######## antilog_conv ########
==> antilog_conv/io_placement.png <==
Pins as bars across the die edge, other pins in grey.
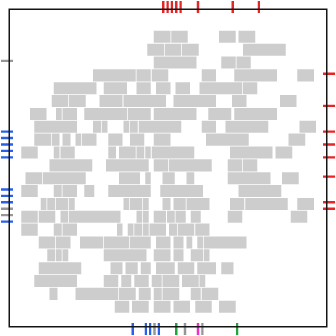

==> src/rtl/antilog_conv.sv <==
// Iterative Mitchell antilogarithm: turns a 13-bit log-domain word {k, f} back into
// the linear magnitude 2^k * (1 + f/512), truncated, shifting one bit per clock.
module antilog_conv #(
  parameter int W_LOG  = 13,
  parameter int W_FRAC = 9,
  parameter int W_OUT  = 16
) (
  input  logic             clk,
  input  logic             rst,
  input  logic             in_valid,
  output logic             in_ready,
  input  logic [W_LOG-1:0] in_log,
  input  logic             in_zero,
  output logic             out_valid,
  input  logic             out_ready,
  output logic [W_OUT-1:0] out_lin,
  output logic [1:0]       dbg_state
);

  localparam int W_K   = W_LOG - W_FRAC;
  localparam int W_ACC = W_FRAC + 1 + W_OUT - 1;

  typedef enum logic [1:0] {
    IDLE  = 2'd0,
    SHIFT = 2'd1,
    DONE  = 2'd2
  } state_t;

  state_t             state_q;
  logic [W_ACC-1:0]   acc_q;
  logic [W_K-1:0]     cnt_q;

  logic [W_K-1:0]     in_k;
  logic [W_FRAC-1:0]  in_f;

  assign in_k = in_log[W_LOG-1:W_FRAC];
  assign in_f = in_log[W_FRAC-1:0];

  // Handshakes: a transfer happens on a rising edge where valid and ready are both
  // high. in_ready only in IDLE (and never during reset); out_valid only in DONE,
  // with out_lin held stable until out_ready is seen.
  assign in_ready  = (state_q == IDLE) && !rst;
  assign out_valid = (state_q == DONE);
  assign out_lin   = acc_q[W_ACC-1:W_FRAC];
  assign dbg_state = state_q;

  always_ff @(posedge clk or posedge rst) begin
    if (rst) begin
      state_q <= IDLE;
      acc_q   <= '0;
      cnt_q   <= '0;
    end else begin
      case (state_q)
        IDLE: begin
          if (in_valid) begin
            if (in_zero) begin
              acc_q   <= '0;
              state_q <= DONE;
            end else begin
              // Implicit leading one of the mantissa sits just above the fraction.
              acc_q <= {{(W_OUT-1){1'b0}}, 1'b1, in_f};
              if (in_k == '0) begin
                state_q <= DONE;
              end else begin
                cnt_q   <= in_k;
                state_q <= SHIFT;
              end
            end
          end
        end
        SHIFT: begin
          acc_q <= acc_q << 1;
          cnt_q <= cnt_q - W_K'(1);
          if (cnt_q == W_K'(1)) begin
            state_q <= DONE;
          end
        end
        DONE: begin
          if (out_ready) begin
            state_q <= IDLE;
          end
        end
        default: begin
          state_q <= IDLE;
        end
      endcase
    end
  end

endmodule

==> config.mk <==
export PLATFORM = sky130hd
export DESIGN_NAME = antilog_conv
export DESIGN_NICKNAME = d
export VERILOG_FILES = /design/src/rtl/antilog_conv.sv
export SDC_FILE = /design/constraint.sdc
export NUM_CORES = 1
export LEC_CHECK = 0
export CORE_MARGIN = 2
export CORE_UTILIZATION = 40
export DETAILED_ROUTE_END_ITERATION = 16
export GPL_ROUTABILITY_DRIVEN = 0
export PLACE_DENSITY = 0.73
export SYNTH_ARGS = -nofsm -noshare
export SYNTH_HDL_FRONTEND = slang
export SYNTH_SLANG_ARGS = --single-unit
==> constraint.sdc <==
create_clock -name clk -period 3.03 [get_ports clk]
set_input_delay 0.4545 -clock clk [delete_from_list [all_inputs] [get_ports clk]]
set_output_delay 0.4545 -clock clk [all_outputs]
set_load 0.02 [all_outputs]
######## pattern_sequencer ########
===== config.mk =====
export PLATFORM = sky130hd
export DESIGN_NAME = pattern_sequencer
export DESIGN_NICKNAME = d
export VERILOG_FILES = /design/src/rtl/pattern_sequencer.sv
export SDC_FILE = /design/constraint.sdc
export NUM_CORES = 1
export LEC_CHECK = 0
export CAP_MARGIN = 20
export CELL_PAD_IN_SITES_DETAIL_PLACEMENT = 2
export CELL_PAD_IN_SITES_GLOBAL_PLACEMENT = 2
export CORE_MARGIN = 4
export CORE_UTILIZATION = 24
export CTS_CLUSTER_SIZE = 30
export DETAILED_ROUTE_END_ITERATION = 8
export GPL_ROUTABILITY_DRIVEN = 1
export GPL_TIMING_DRIVEN = 0
export HOLD_SLACK_MARGIN = 0.02
export PLACE_DENSITY_LB_ADDON = 0.05
export SLEW_MARGIN = 25
export SYNTH_ARGS = -nofsm -noshare
export SYNTH_HDL_FRONTEND = slang
export SYNTH_SLANG_ARGS = --single-unit

===== constraint.sdc =====
create_clock -name clk -period 2.47 [get_ports clk]
set_input_delay 0.6175 -clock clk [delete_from_list [all_inputs] [get_ports clk]]
set_output_delay 0.6175 -clock clk [all_outputs]
set_load 0.01 [all_outputs]

===== src/rtl/pattern_sequencer.sv =====
// Timeline-driven pattern generator: NUM_CH channels gated by two programmable
// windows over a shared step counter, with a blink prescaler and start/done handshake.
module pattern_sequencer #(
    parameter int NUM_CH  = 12,
    parameter int CNT_W   = 8,
    parameter int DIV_W   = 4,
    parameter int END_CNT = 60
) (
    input  logic                  clk,
    input  logic                  reset,
    input  logic                  start,
    input  logic [DIV_W-1:0]      div,
    input  logic [2*NUM_CH-1:0]   ch_mode,
    input  logic [NUM_CH-1:0]     ch_grp,
    input  logic [CNT_W-1:0]      win_a_lo,
    input  logic [CNT_W-1:0]      win_a_hi,
    input  logic [CNT_W-1:0]      win_b_lo,
    input  logic [CNT_W-1:0]      win_b_hi,
    output logic [NUM_CH-1:0]     signals,
    output logic                  busy,
    output logic                  done,
    output logic [CNT_W-1:0]      step_cnt
);

    localparam logic [CNT_W-1:0] END_V  = CNT_W'(END_CNT);
    localparam logic [CNT_W-1:0] LAST_V = CNT_W'(END_CNT - 1);

    typedef enum logic [1:0] {IDLE, RUN, DONE} state_t;

    state_t             state_q;
    logic [CNT_W-1:0]   cnt_q;
    logic [DIV_W-1:0]   pre_q;
    logic [DIV_W-1:0]   div_q;
    logic               phase_q;
    logic [NUM_CH-1:0]  signals_q;
    logic               busy_q;
    logic               done_q;

    logic               hit_a;
    logic               hit_b;
    logic [NUM_CH-1:0]  signals_d;

    // An inverted window (lo > hi) can never satisfy both bounds, so it stays empty.
    assign hit_a = (win_a_lo <= cnt_q) && (cnt_q <= win_a_hi);
    assign hit_b = (win_b_lo <= cnt_q) && (cnt_q <= win_b_hi);

    always_comb begin
        signals_d = '0;
        for (int i = 0; i < NUM_CH; i++) begin
            if ((state_q == RUN) && (ch_grp[i] ? hit_b : hit_a)) begin
                case (ch_mode[2*i +: 2])
                    2'b00:   signals_d[i] = 1'b0;
                    2'b01:   signals_d[i] = 1'b1;
                    2'b10:   signals_d[i] = phase_q;
                    default: signals_d[i] = ~phase_q;
                endcase
            end
        end
    end

    always_ff @(posedge clk) begin
        if (reset) begin
            state_q   <= IDLE;
            cnt_q     <= '0;
            pre_q     <= '0;
            div_q     <= '0;
            phase_q   <= 1'b0;
            signals_q <= '0;
            busy_q    <= 1'b0;
            done_q    <= 1'b0;
        end else begin
            signals_q <= signals_d;
            done_q    <= 1'b0;
            if (start) begin
                // Restart takes priority over a coincident final step: no done pulse.
                state_q <= RUN;
                cnt_q   <= '0;
                pre_q   <= '0;
                phase_q <= 1'b0;
                div_q   <= div;
                busy_q  <= 1'b1;
            end else if (state_q == RUN) begin
                if (pre_q != div_q) begin
                    pre_q <= pre_q + DIV_W'(1);
                end else begin
                    pre_q   <= '0;
                    phase_q <= ~phase_q;
                    if (cnt_q == LAST_V) begin
                        cnt_q   <= END_V;
                        state_q <= DONE;
                        busy_q  <= 1'b0;
                        done_q  <= 1'b1;
                    end else begin
                        cnt_q <= cnt_q + CNT_W'(1);
                    end
                end
            end
        end
    end

    assign signals  = signals_q;
    assign busy     = busy_q;
    assign done     = done_q;
    assign step_cnt = cnt_q;

endmodule


######## moore_seq_detector ########
===== src/rtl/moore_seq_detector.sv =====
// Moore serial pattern detector with a runtime-loadable pattern and selectable overlap mode.
// Define MOORE_SEQ_DETECTOR_COUNT_EN to build the saturating match counter; otherwise match_cnt reads 0.
module moore_seq_detector #(
  parameter int             LEN      = 4,
  parameter logic [LEN-1:0] PAT_INIT = 4'b1010,
  parameter int             CNT_W    = 8
) (
  input  logic             clk,
  input  logic             rst,
  input  logic             i,
  input  logic             i_valid,
  input  logic             overlap,
  input  logic             load,
  input  logic [LEN-1:0]   pattern_in,
  output logic             y,
  output logic [CNT_W-1:0] match_cnt
);

  localparam int FW = $clog2(LEN + 1);
  localparam logic [FW-1:0] FILL_FULL = FW'(LEN);

  logic [LEN-1:0] pat_q, pat_d;
  logic [LEN-1:0] hist_q, hist_d;
  logic [FW-1:0]  fill_q, fill_d;
  logic           y_q, y_d;

  logic [LEN-1:0] hist_shift;
  logic [FW-1:0]  fill_inc;
  logic           match_ev;

  // Candidate state for a consumed bit; a match needs a full window that equals the pattern.
  assign hist_shift = {hist_q[LEN-2:0], i};
  assign fill_inc   = (fill_q == FILL_FULL) ? fill_q : fill_q + 1'b1;
  assign match_ev   = i_valid && !load && (hist_shift == pat_q) && (fill_inc == FILL_FULL);

  // NOTE: every always_comb output gets a default first so no path leaves it unassigned (no latch).
  always_comb begin
    pat_d  = pat_q;
    hist_d = hist_q;
    fill_d = fill_q;
    y_d    = 1'b0;
    if (load) begin
      pat_d  = pattern_in;
      hist_d = '0;
      fill_d = '0;
    end else if (i_valid) begin
      hist_d = hist_shift;
      fill_d = (match_ev && !overlap) ? '0 : fill_inc;
      y_d    = match_ev;
    end
  end

  // NOTE: state registers use non-blocking assignments so all flops update from pre-edge values.
  always_ff @(posedge clk) begin
    if (rst) begin
      pat_q  <= PAT_INIT;
      hist_q <= '0;
      fill_q <= '0;
      y_q    <= 1'b0;
    end else begin
      pat_q  <= pat_d;
      hist_q <= hist_d;
      fill_q <= fill_d;
      y_q    <= y_d;
    end
  end

  assign y = y_q;

`ifdef MOORE_SEQ_DETECTOR_COUNT_EN
  logic [CNT_W-1:0] cnt_q, cnt_d;

  // Saturates at all-ones rather than wrapping.
  always_comb begin
    cnt_d = cnt_q;
    if (load) begin
      cnt_d = '0;
    end else if (match_ev && (cnt_q != {CNT_W{1'b1}})) begin
      cnt_d = cnt_q + 1'b1;
    end
  end

  always_ff @(posedge clk) begin
    if (rst) begin
      cnt_q <= '0;
    end else begin
      cnt_q <= cnt_d;
    end
  end

  assign match_cnt = cnt_q;
`else
  assign match_cnt = '0;
`endif

endmodule


===== config.mk =====
export PLATFORM = sky130hd
export DESIGN_NAME = moore_seq_detector
export DESIGN_NICKNAME = d
export VERILOG_FILES = /design/src/rtl/moore_seq_detector.sv
export SDC_FILE = /design/constraint.sdc
export NUM_CORES = 1
export LEC_CHECK = 0
export CAP_MARGIN = 30
export CORE_MARGIN = 1.5
export CORE_UTILIZATION = 47
export DETAILED_ROUTE_END_ITERATION = 8
export HOLD_SLACK_MARGIN = 0.12
export PLACE_DENSITY = 0.81
export SLEW_MARGIN = 20
export SYNTH_ARGS = -nofsm -noshare
export SYNTH_HDL_FRONTEND = slang
export SYNTH_SLANG_ARGS = --single-unit
export TNS_END_PERCENT = 20

===== constraint.sdc =====
create_clock -name clk -period 2.3 [get_ports clk]
set_clock_uncertainty 0.2 [all_clocks]
set_input_delay 0.69 -clock clk [delete_from_list [all_inputs] [get_ports clk]]
set_output_delay 0.69 -clock clk [all_outputs]
set_load 0.05 [all_outputs]

######## reg8_serial_tx ########
[src/rtl/reg8_pkg.sv]
// ---------------------------------------------------------------------------
// reg8_pkg : shared state encodings and line levels for the reg8 serial path
// Revision : 1.0
// ---------------------------------------------------------------------------
`default_nettype none

package reg8_pkg;

    localparam int DATA_W = 8;

    localparam logic IDLE_LEVEL = 1'b1;
    localparam logic STOP_LEVEL = 1'b1;

    typedef enum logic [1:0] {
        ST_IDLE  = 2'd0,
        ST_START = 2'd1,
        ST_DATA  = 2'd2,
        ST_STOP  = 2'd3
    } tx_state_t;

endpackage

`default_nettype wire

[src/rtl/reg8_bit_tick.sv]
// ---------------------------------------------------------------------------
// reg8_bit_tick : bit-period divider producing a bit_end strobe
// Revision      : 1.0
// ---------------------------------------------------------------------------
`default_nettype none

module reg8_bit_tick #(
    parameter int CLKS_PER_BIT = 4
) (
    input  logic clk,
    input  logic rst,
    input  logic clr_i,
    input  logic en_i,
    output logic bit_end_o
);

    localparam int CNT_W = (CLKS_PER_BIT > 1) ? $clog2(CLKS_PER_BIT) : 1;
    localparam logic [CNT_W-1:0] LAST_CNT = CNT_W'(CLKS_PER_BIT - 1);

    logic [CNT_W-1:0] div_q;
    logic [CNT_W-1:0] div_d;
    logic             w_last;

    // With one clock per bit LAST_CNT is zero, so the counter never leaves 0.
    assign w_last    = (div_q == LAST_CNT);
    assign bit_end_o = en_i && w_last;

    always_comb begin
        div_d = div_q;
        if (clr_i) begin
            div_d = '0;
        end else if (en_i) begin
            div_d = w_last ? '0 : div_q + CNT_W'(1);
        end
    end

    always_ff @(posedge clk or negedge rst) begin
        if (!rst) begin
            div_q <= '0;
        end else begin
            div_q <= div_d;
        end
    end

endmodule

`default_nettype wire

[src/rtl/reg8_serial_tx.sv]
// ---------------------------------------------------------------------------
// reg8_serial_tx : framed serial transmitter (start, 8 data, stop) for reg8
// Revision       : 1.0
// ---------------------------------------------------------------------------
`default_nettype none

module reg8_serial_tx
    import reg8_pkg::*;
#(
    parameter int CLKS_PER_BIT = 4,
    parameter bit LSB_FIRST    = 1'b1
) (
    input  logic              clk,
    input  logic              rst,
    input  logic [DATA_W-1:0] din,
    input  logic              start,
    output logic              tx,
    output logic              busy,
    output logic              done
);

    tx_state_t         state_q, state_d;
    logic [DATA_W-1:0] sh_q, sh_d;
    logic [2:0]        cnt_q, cnt_d;
    logic              tx_q, tx_d;
    logic              busy_q, busy_d;
    logic              done_q, done_d;

    logic              w_bit_end;
    logic              w_tick_clr;
    logic [DATA_W-1:0] w_sh_shift;
    logic              w_first_bit;
    logic              w_next_bit;

    assign w_tick_clr = (state_q == ST_IDLE);

    reg8_bit_tick #(
        .CLKS_PER_BIT (CLKS_PER_BIT)
    ) u_bit_tick (
        .clk       (clk),
        .rst       (rst),
        .clr_i     (w_tick_clr),
        .en_i      (!w_tick_clr),
        .bit_end_o (w_bit_end)
    );

    // The next bit is taken from the pre-shift word so tx can be registered
    // on the same edge the shift register moves.
    generate
        if (LSB_FIRST) begin : g_lsb_first
            assign w_sh_shift  = {1'b0, sh_q[DATA_W-1:1]};
            assign w_first_bit = sh_q[0];
            assign w_next_bit  = sh_q[1];
        end else begin : g_msb_first
            assign w_sh_shift  = {sh_q[DATA_W-2:0], 1'b0};
            assign w_first_bit = sh_q[DATA_W-1];
            assign w_next_bit  = sh_q[DATA_W-2];
        end
    endgenerate

    always_comb begin
        state_d = state_q;
        sh_d    = sh_q;
        cnt_d   = cnt_q;
        tx_d    = tx_q;
        busy_d  = busy_q;
        done_d  = 1'b0;
        case (state_q)
            ST_IDLE: begin
                tx_d   = IDLE_LEVEL;
                busy_d = 1'b0;
                if (start) begin
                    sh_d    = din;
                    state_d = ST_START;
                    busy_d  = 1'b1;
                    tx_d    = 1'b0;
                end
            end
            ST_START: begin
                tx_d = 1'b0;
                if (w_bit_end) begin
                    state_d = ST_DATA;
                    cnt_d   = 3'd0;
                    tx_d    = w_first_bit;
                end
            end
            ST_DATA: begin
                if (w_bit_end) begin
                    sh_d  = w_sh_shift;
                    cnt_d = cnt_q + 3'd1;
                    if (cnt_q == 3'd7) begin
                        state_d = ST_STOP;
                        tx_d    = STOP_LEVEL;
                    end else begin
                        tx_d = w_next_bit;
                    end
                end
            end
            ST_STOP: begin
                tx_d = STOP_LEVEL;
                if (w_bit_end) begin
                    state_d = ST_IDLE;
                    busy_d  = 1'b0;
                    done_d  = 1'b1;
                end
            end
            default: begin
                state_d = ST_IDLE;
                tx_d    = IDLE_LEVEL;
                busy_d  = 1'b0;
            end
        endcase
    end

    always_ff @(posedge clk or negedge rst) begin
        if (!rst) begin
            state_q <= ST_IDLE;
            sh_q    <= '0;
            cnt_q   <= 3'd0;
            tx_q    <= IDLE_LEVEL;
            busy_q  <= 1'b0;
            done_q  <= 1'b0;
        end else begin
            state_q <= state_d;
            sh_q    <= sh_d;
            cnt_q   <= cnt_d;
            tx_q    <= tx_d;
            busy_q  <= busy_d;
            done_q  <= done_d;
        end
    end

    assign tx   = tx_q;
    assign busy = busy_q;
    assign done = done_q;

endmodule

`default_nettype wire

[config.mk]
export PLATFORM = sky130hd
export DESIGN_NAME = reg8_serial_tx
export DESIGN_NICKNAME = d
export VERILOG_FILES = /design/src/rtl/reg8_pkg.sv /design/src/rtl/reg8_bit_tick.sv /design/src/rtl/reg8_serial_tx.sv
export SDC_FILE = /design/constraint.sdc
export NUM_CORES = 1
export LEC_CHECK = 0
export CORE_UTILIZATION = 40
export CTS_CLUSTER_SIZE = 40
export DETAILED_ROUTE_END_ITERATION = 16
export DONT_BUFFER_PORTS = 1
export PLACE_DENSITY = 0.54
export SETUP_SLACK_MARGIN = 0.05
export SLEW_MARGIN = 10
export SYNTH_ARGS = -nofsm -noshare
export SYNTH_HDL_FRONTEND = slang
export SYNTH_HIERARCHICAL = 1
export SYNTH_SLANG_ARGS = --single-unit
[constraint.sdc]
create_clock -name clk -period 2.24 [get_ports clk]
set_input_delay 0.448 -clock clk [delete_from_list [all_inputs] [get_ports clk]]
set_output_delay 0.448 -clock clk [all_outputs]
set_load 0.005 [all_outputs]
==> pattern_sequencer/wires.png <==
The bar under the picture is 20 µm long.
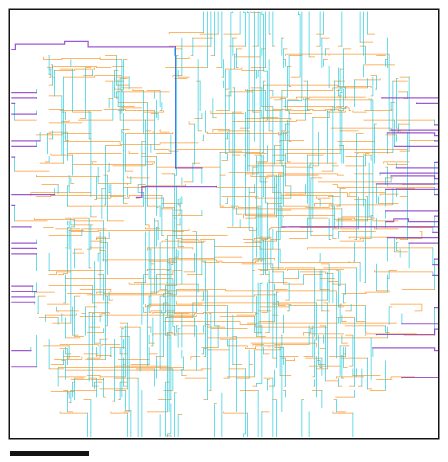
[purple] metal 3 | wire length: 444 µm
[blue] metal 4 | wire length: 30.6 µm
[orange] metal 1 | wire length: 3690 µm
[cyan] metal 2 | wire length: 4140 µm

==> pattern_sequencer/flops_by_reg.png <==
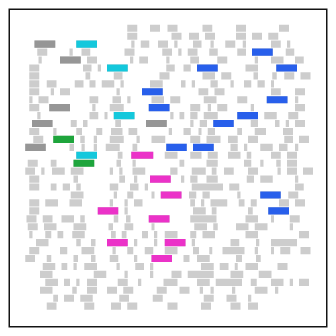
[magenta] `step_cnt` | flops: 8
[blue] `signals` | flops: 12
[cyan] `pre_q` | flops: 4
[green] `state_q` | flops: 2
sequential cell area share: 16.95%
Register Area: 641.9 µm²

==> results.tsv, pattern_sequencer <==
stage	metric	value	unit
detailed_routing	top_layer	met4	
clock_network	cts_resized	1	
power	p_comb	0.323	mW
finish	lay_top_cells	94 x clkdlybuf4s50_1, 36 x inv_1, 31 x dfxtp_1	
grt	grt.busiest_layer	met2	
grt	grt_max_degree	11	
worst_setup_path	arrival	2.54	ns
final_timing	final-setup-viol-count	0	
final_timing	hold_viol	0	
finish	nMultiInputCombCells	205	
floorplan	num_rows	36	
power	p_switching	0.3541	mW
finish	combGateArea	1663	µm²
floorplan	tap_cells	133	
clock_network	clk-insertion-delay-late	0.28	ns
yosys	synthArstFlopShare	0	%
run_status	status	finished, final reports clean	
floorplan	die_width	108.3	µm
## pattern_sequencer: stage by stage
| stage | setup slack, ns | TNS [ns] | cell area [µm²] | util, % | total power [mW] |
|---|---|---|---|---|---|
| after detailed placement | -0.2780 | -2.499 | 3530 | 36.11 | 0.8660 |
| after CTS | 0.02200 | 0 | 3657 | 37.42 | 1.441 |
| after global routing | -0.005012 | -0.005012 | 3787 | 38.75 | 1.506 |
| after floorplan | 0.4765 | 0 | 2412 | - | 0.6869 |
| after global placement | -0.2254 | -2.089 | 3530 | 36.11 | 0.8565 |
| final | 0.1189 | 0 | 3787 | 38.75 | 1.423 |
## pattern_sequencer: worst paths after layout
kind / from / endpoint / slack, ns / cells past startpoint
setup reg to reg: step_cnt[3]$_SDFFE_PP0P_ / signals[6]$_SDFF_PP0_ / 0.25 / 8
setup / recovery: win_b_hi[5] / signals[6]$_SDFF_PP0_ / 0.12 / 9
hold / removal: state_q[1]$_SDFFE_PP0P_ / state_q[1]$_SDFFE_PP0P_ / 0.46 / 2
hold reg to reg: state_q[1]$_SDFFE_PP0P_ / state_q[1]$_SDFFE_PP0P_ / 0.46 / 2
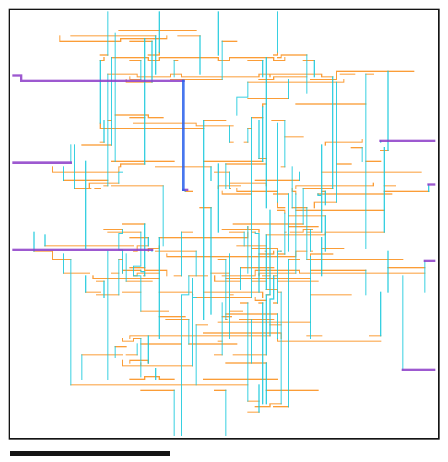
(reg8_serial_tx/wires.png)
The bar under the picture is 20 µm long.
[purple] metal 3 | wire length: 58.9 µm
[blue] metal 4 | wire length: 13.6 µm
[cyan] metal 2 | wire length: 784 µm
[orange] metal 1 | wire length: 857 µm
wire per inst: 15.03 µm
via count: 585
Routed WL: 1713 µm
Tot GR Track Use: 14.27%

==> results.tsv, reg8_serial_tx <==
stage	metric	value	unit
yosys	yosysWarnings	6	
floorplan	pin_count	14	
power	power_frac_comb	53.3	%
detailed_routing	routed_via_density	5.132	
floorplan	die.size.y	53.38	µm
run	warning_count	30	
clock_network	cts_sinks	18	
power	ir_worst_vdd	0.5338	mV
finish	synthToLayoutAreaGrowth	5.450	%
worst_setup_path	endpoint_kind	flop	
clock_network	cts_buffers	3	
worst_setup_path	r2r_start	state_q[0]$_DFFE_PN0P_	
yosys	ys_seq_share	42.77	%
yosys	yosys-top-cells-count	17 x dfrtp_1, 13 x mux2_4, 8 x ha_1	
power	p_switching	0.5999	mW
final_timing	maxSlewViolCount	0	
floorplan	initCoreUtil	42.63	%
yosys	compound_area_share	10.43	%
worst_hold_path	holdCritStartpoint	din[7]	
worst_setup_path	path_buffers	2	
grt	met1_usage	19.93	%
finish	final_util	44.95	%
finish	drive_gt1_share	32.14	%
final_timing	min_period_over_period	88.85	%
yosys	edf_count	0	
run_status	status	finished, final reports clean	
finish	stdcell_area	1114	µm²
power	p_seq_share	34.9	%
clock_network	hold_buffers	1	
place	hpwlAfterDp	1304	µm
## reg8_serial_tx: layout by cell type, fill, tap and decap left out
cell and count:
nand4_1 1, buf_4 3, a311oi_1 1, or3b_1 1, nand2_1 3, clkbuf_4 3, nand2b_4 1, a21oi_2 1
o21ai_0 3, inv_1 6, a21oi_1 1, o221a_2 1, dlygate4sd3_1 1, nor2_1 1, mux2_4 13, ha_1 8
o31ai_1 2, and2_2 1, o211a_1 1, and2_1 1, dfstp_2 1, dfrtp_1 17, mux2_2 2, a32o_1 2
clkbuf_8 1, o32a_1 1, nor3_1 1, o22ai_1 1, nand2b_1 2, mux2i_1 3
## reg8_serial_tx: flip-flops by register name (all words and copies together) (netlist names)
| name | cells |
|---|---|
| u_bit_tick/div_q | 2 |
| done | 1 |
| busy | 1 |
| tx | 1 |
| sh_q | 8 |
| cnt_q | 3 |
| state_q | 2 |
## reg8_serial_tx: layout make-up
| type | instances | area [µm²] |
|---|---|---|
| Timing Repair Buffer | 4 | 32.53 |
| Multi-Input combinational cell | 52 | 533.0 |
| Clock buffer | 4 | 36.28 |
| Sequential cell | 18 | 451.7 |
| Tap cell | 30 | 37.54 |
| Inverter | 6 | 22.52 |
| Fill cell | 240 | 1364 |
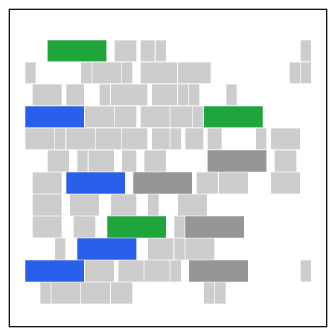
(moore_seq_detector/flops_by_reg.png)
[blue] `pat_q` | flops: 4
[green] `fill_q` | flops: 3
sequential cell area share: 30.61%
Register Area: 220.2 µm²
final core occ: 62.23%

==> results.tsv, moore_seq_detector <==
stage	metric	value	unit
worst_setup_path	startpoint_type	input pin	
worst_setup_path	critical_path_depth	5	
final_timing	hold_viol	0	
floorplan	chipArea	1525	µm²
worst_setup_path	path_class	input pin to flop	
grt	grt_pass1_vias	422	
grt	grt_overflow_total	0	
detailed_routing	wire_per_inst	10.37	µm
grt	grt_first_pass_wirelength	1718	µm
run_status	status	finished, final reports clean	
detailed_routing	drc	0	
detailed_routing	firstDrtPassIters	1	
finish	num-clock-buffers	3	
clock_network	cts_resized	0	
finish	biggestRegsByFlops	pat_q (4), fill_q (3), hist_q (3)	
power	fin_total_pwr	0.4208	mW
finish	inverters	4	
detailed_routing	wl_met1	437	µm
detailed_routing	dr_wl_met2	449	µm
worst_setup_path	crit_slowest_cell	clkdlybuf4s50_1	
floorplan	die.size.y	39.05	µm
yosys	ys_seq_share	36.07	%
final_timing	fmax	511.4	MHz
worst_setup_path	reg2reg_to	y$_SDFF_PP0_	
## moore_seq_detector: per-layer routing
metal / up-vias / track usage, %
met5: - / 0
met4: 0 / 12.93
met3: 3 / 3.468
met2: 18 / 28.75
met1: 187 / 20.63
li1: 226 / -
## moore_seq_detector: power breakdown
group          internal, mW  switching (mW)  leakage (nW)
registers             0.197         0.00455        0.0899
clock network        0.0645          0.0707        0.0177
logic                0.0348          0.0493         0.211
total                 0.296           0.125         0.319
## moore_seq_detector: Yosys cell counts (all sizes together) (2+ instances only)
master / n / area share, %
ha: 2 / 4.1
mux2i: 6 / 9.8
xnor2: 5 / 7.2
a211o: 2 / 3.3
nor2: 10 / 6.1
inv: 4 / 2.5
and2b: 2 / 2.9
buf: 11 / 15
dfxtp: 11 / 36
nand2: 3 / 1.8
## moore_seq_detector: cell families after synthesis
| family | count (synthesis) | synth area share (%) |
|---|---|---|
| adders and majority gates | 2 | 4.098 |
| AOI/OAI and AO/OA | 4 | 5.737 |
| and+or+nand+nor | 21 | 17.83 |
| muxes | 6 | 9.836 |
| buffers and inverters | 15 | 17.21 |
| xor gates and xnor gates | 6 | 8.606 |
| other | 1 | 0.6142 |
| DFF | 11 | 36.07 |
==> antilog_conv/wires.png <==
The bar under the picture is 20 µm long.
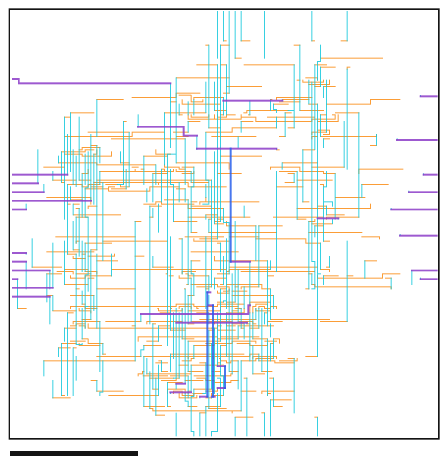
[cyan] metal 2 | wire length: 1550 µm
[orange] metal 1 | wire length: 1420 µm
[blue] metal 4 | wire length: 51.7 µm
[purple] metal 3 | wire length: 191 µm

Notes on antilog_conv/io_placement.png above:
[green] `dbg_state` | pins: 2 | direction: output | edge: bottom
[red] `out_lin` | pins: 16 | direction: output | edge: 8 top, 8 right
[blue] `in_log` | pins: 13 | direction: input | edge: 9 left, 4 bottom
[magenta] `out_ready` | pins: 1 | direction: input | edge: bottom
all pins by edge: 12 left, 10 bottom, 8 top, 8 right

==> results.tsv, antilog_conv <==
stage	metric	value	unit
detailed_routing	wire_per_inst	14.53	µm
power	pwr-share-clk	23.9	%
detailed_routing	dr_wl_met3	190	µm
yosys	syn_avg_cell_area	10.47	µm²
detailed_routing	firstDrtPassIters	6	
worst_setup_path	regToRegSetupSlack	1.08	ns
floorplan	die_width	66.88	µm
place	dp_slack	0.9086	ns
power	ir_worst_vdd	0.3730	mV
finish	lay_top_count	clkdlybuf4s50_1	
yosys	ys_sh_adder	1.582	%
finish	diodes	0	
yosys	ys_seq_share	49.05	%
floorplan	initCoreUtil	42.25	%
grt	grt_use_met3	5.912	%
detailed_routing	routed_via_density	5.448	
finish	fin_nets	192	
finish	instances_no_fill	221	
worst_hold_path	holdCritStartpoint	acc_q[8]$_DFFE_PP0P_	
detailed_routing	routed_wl	3212	µm
worst_setup_path	path_max_fanout	28	
detailed_routing	dr_wl_met2	1547	µm
run_status	status	finished, final reports clean	
final_timing	fin_ws	0.6727	ns
final_timing	final.min_clock_period	2.357	ns
detailed_routing	ant_nets	0	
power	power_density	881.4	nW/µm²
final_timing	final-setup-viol-count	0	
worst_setup_path	startpoint	dbg_state[0]$_DFFE_PP0P_	
grt	antenna_found_initial	0	
antilog_conv: area by class of cell:
cell class                      instances  area (µm²)  share of cell area (%)
Tap cell                               48       60.06                   3.017
Inverter                                7       26.28                   1.320
Clock inverter                          2       35.03                   1.760
Multi-Input combinational cell         87       618.1                   31.05
Timing Repair Buffer                   40       392.9                   19.74
Sequential cell                        31       775.7                   38.97
Clock buffer                            6       82.58                   4.148
antilog_conv: state kept, by name (all words and copies together) (netlist names):
signal / count
acc_q: 25
cnt_q: 4
dbg_state: 2
antilog_conv: cell usage after synthesis (2+ instances only):
cell type  count  share of area, %
a22o_1        15               8.3
nor3_1         2              0.63
o21ai_0       12               3.8
clkbuf_1       9               2.1
nand2b_1       3               1.2
ha_1           2               1.6
nor2b_1        3               1.2
nand2_1       12               2.8
a32oi_1        9               5.0
mux2i_1        2               1.3
inv_1          6               1.4
a21oi_1        2              0.63
o211ai_1       3               1.4
buf_4         16               7.6
nor2_1         3              0.71
dfrtp_1       31                49
antilog_conv: worst max-delay path: stages, from the launching register on:
cell,delay (ns)
dfrtp_1,0.67
nor3_1,0.30
clkdlybuf4s50_1,0.64

==> notes/layouts.md <==
Pictures saved along the way, in no particular order.

Clock distribution.
Plate I
The bar under the picture is 20 µm long.
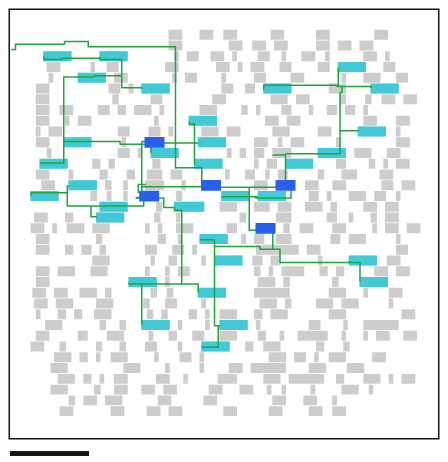
Plate II
The bar under the picture is 10 µm long.
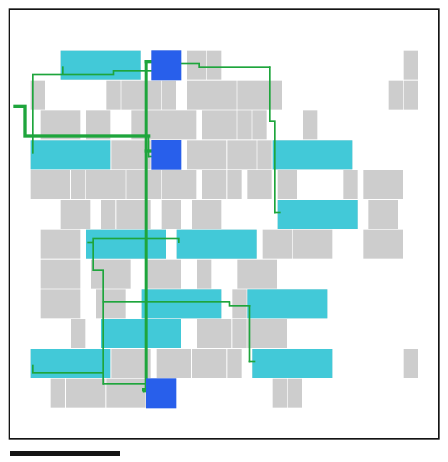
Plate III
The bar under the picture is 20 µm long.
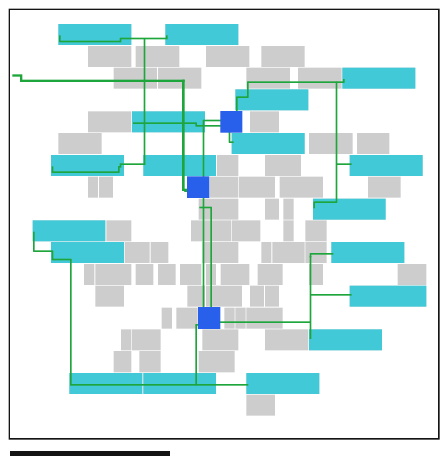
Plate IV
The bar under the picture is 20 µm long.
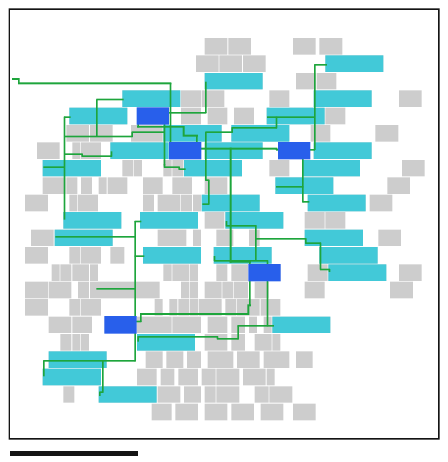
The one with the smallest die is Plate II.
The one with the fewest sequential cells is Plate II.
| picture | from |
|---|---|
| Plate III | reg8_serial_tx |
| Plate II | moore_seq_detector |
| Plate IV | antilog_conv |
| Plate I | pattern_sequencer |

Key to Plate I:
[cyan] flip-flops | count: 32
[blue] clock drivers | count: 5
[green] clock wires | length: 578 µm
routed clock nets: 6



==> layout pictures side by side <==
Clock routing.
image #1
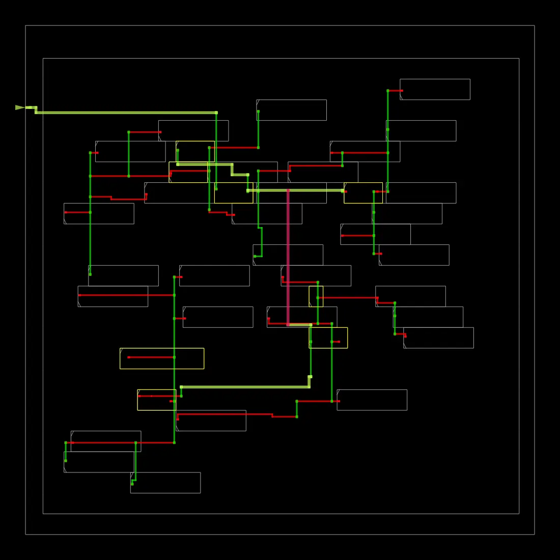
image #2
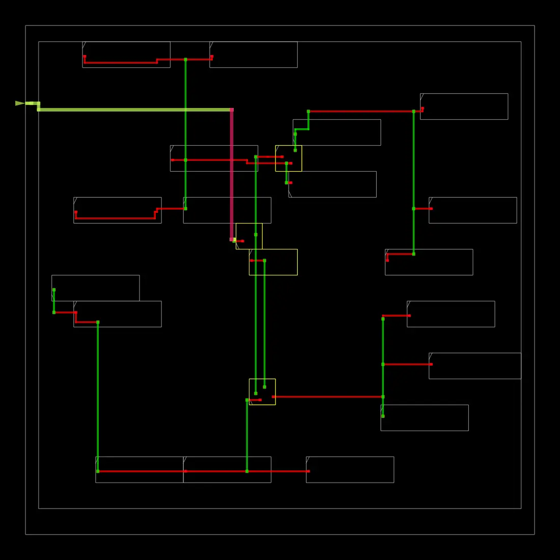
image #3
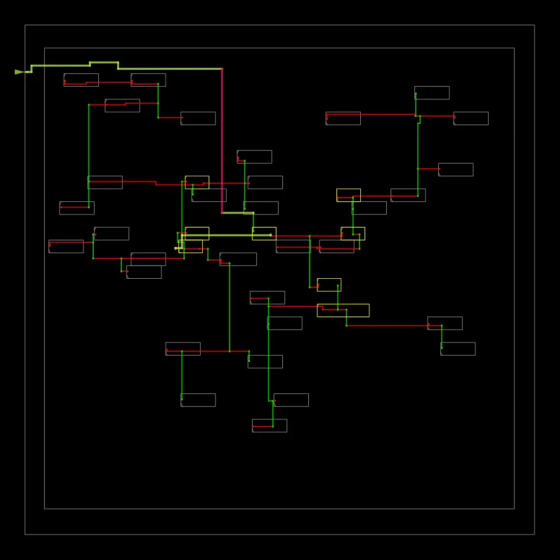
| from | picture |
|---|---|
| reg8_serial_tx | image #2 |
| pattern_sequencer | image #3 |
| antilog_conv | image #1 |
- fewest sequential cells: image #2

No activity file was given, so power comes from the tool's default toggle rates.
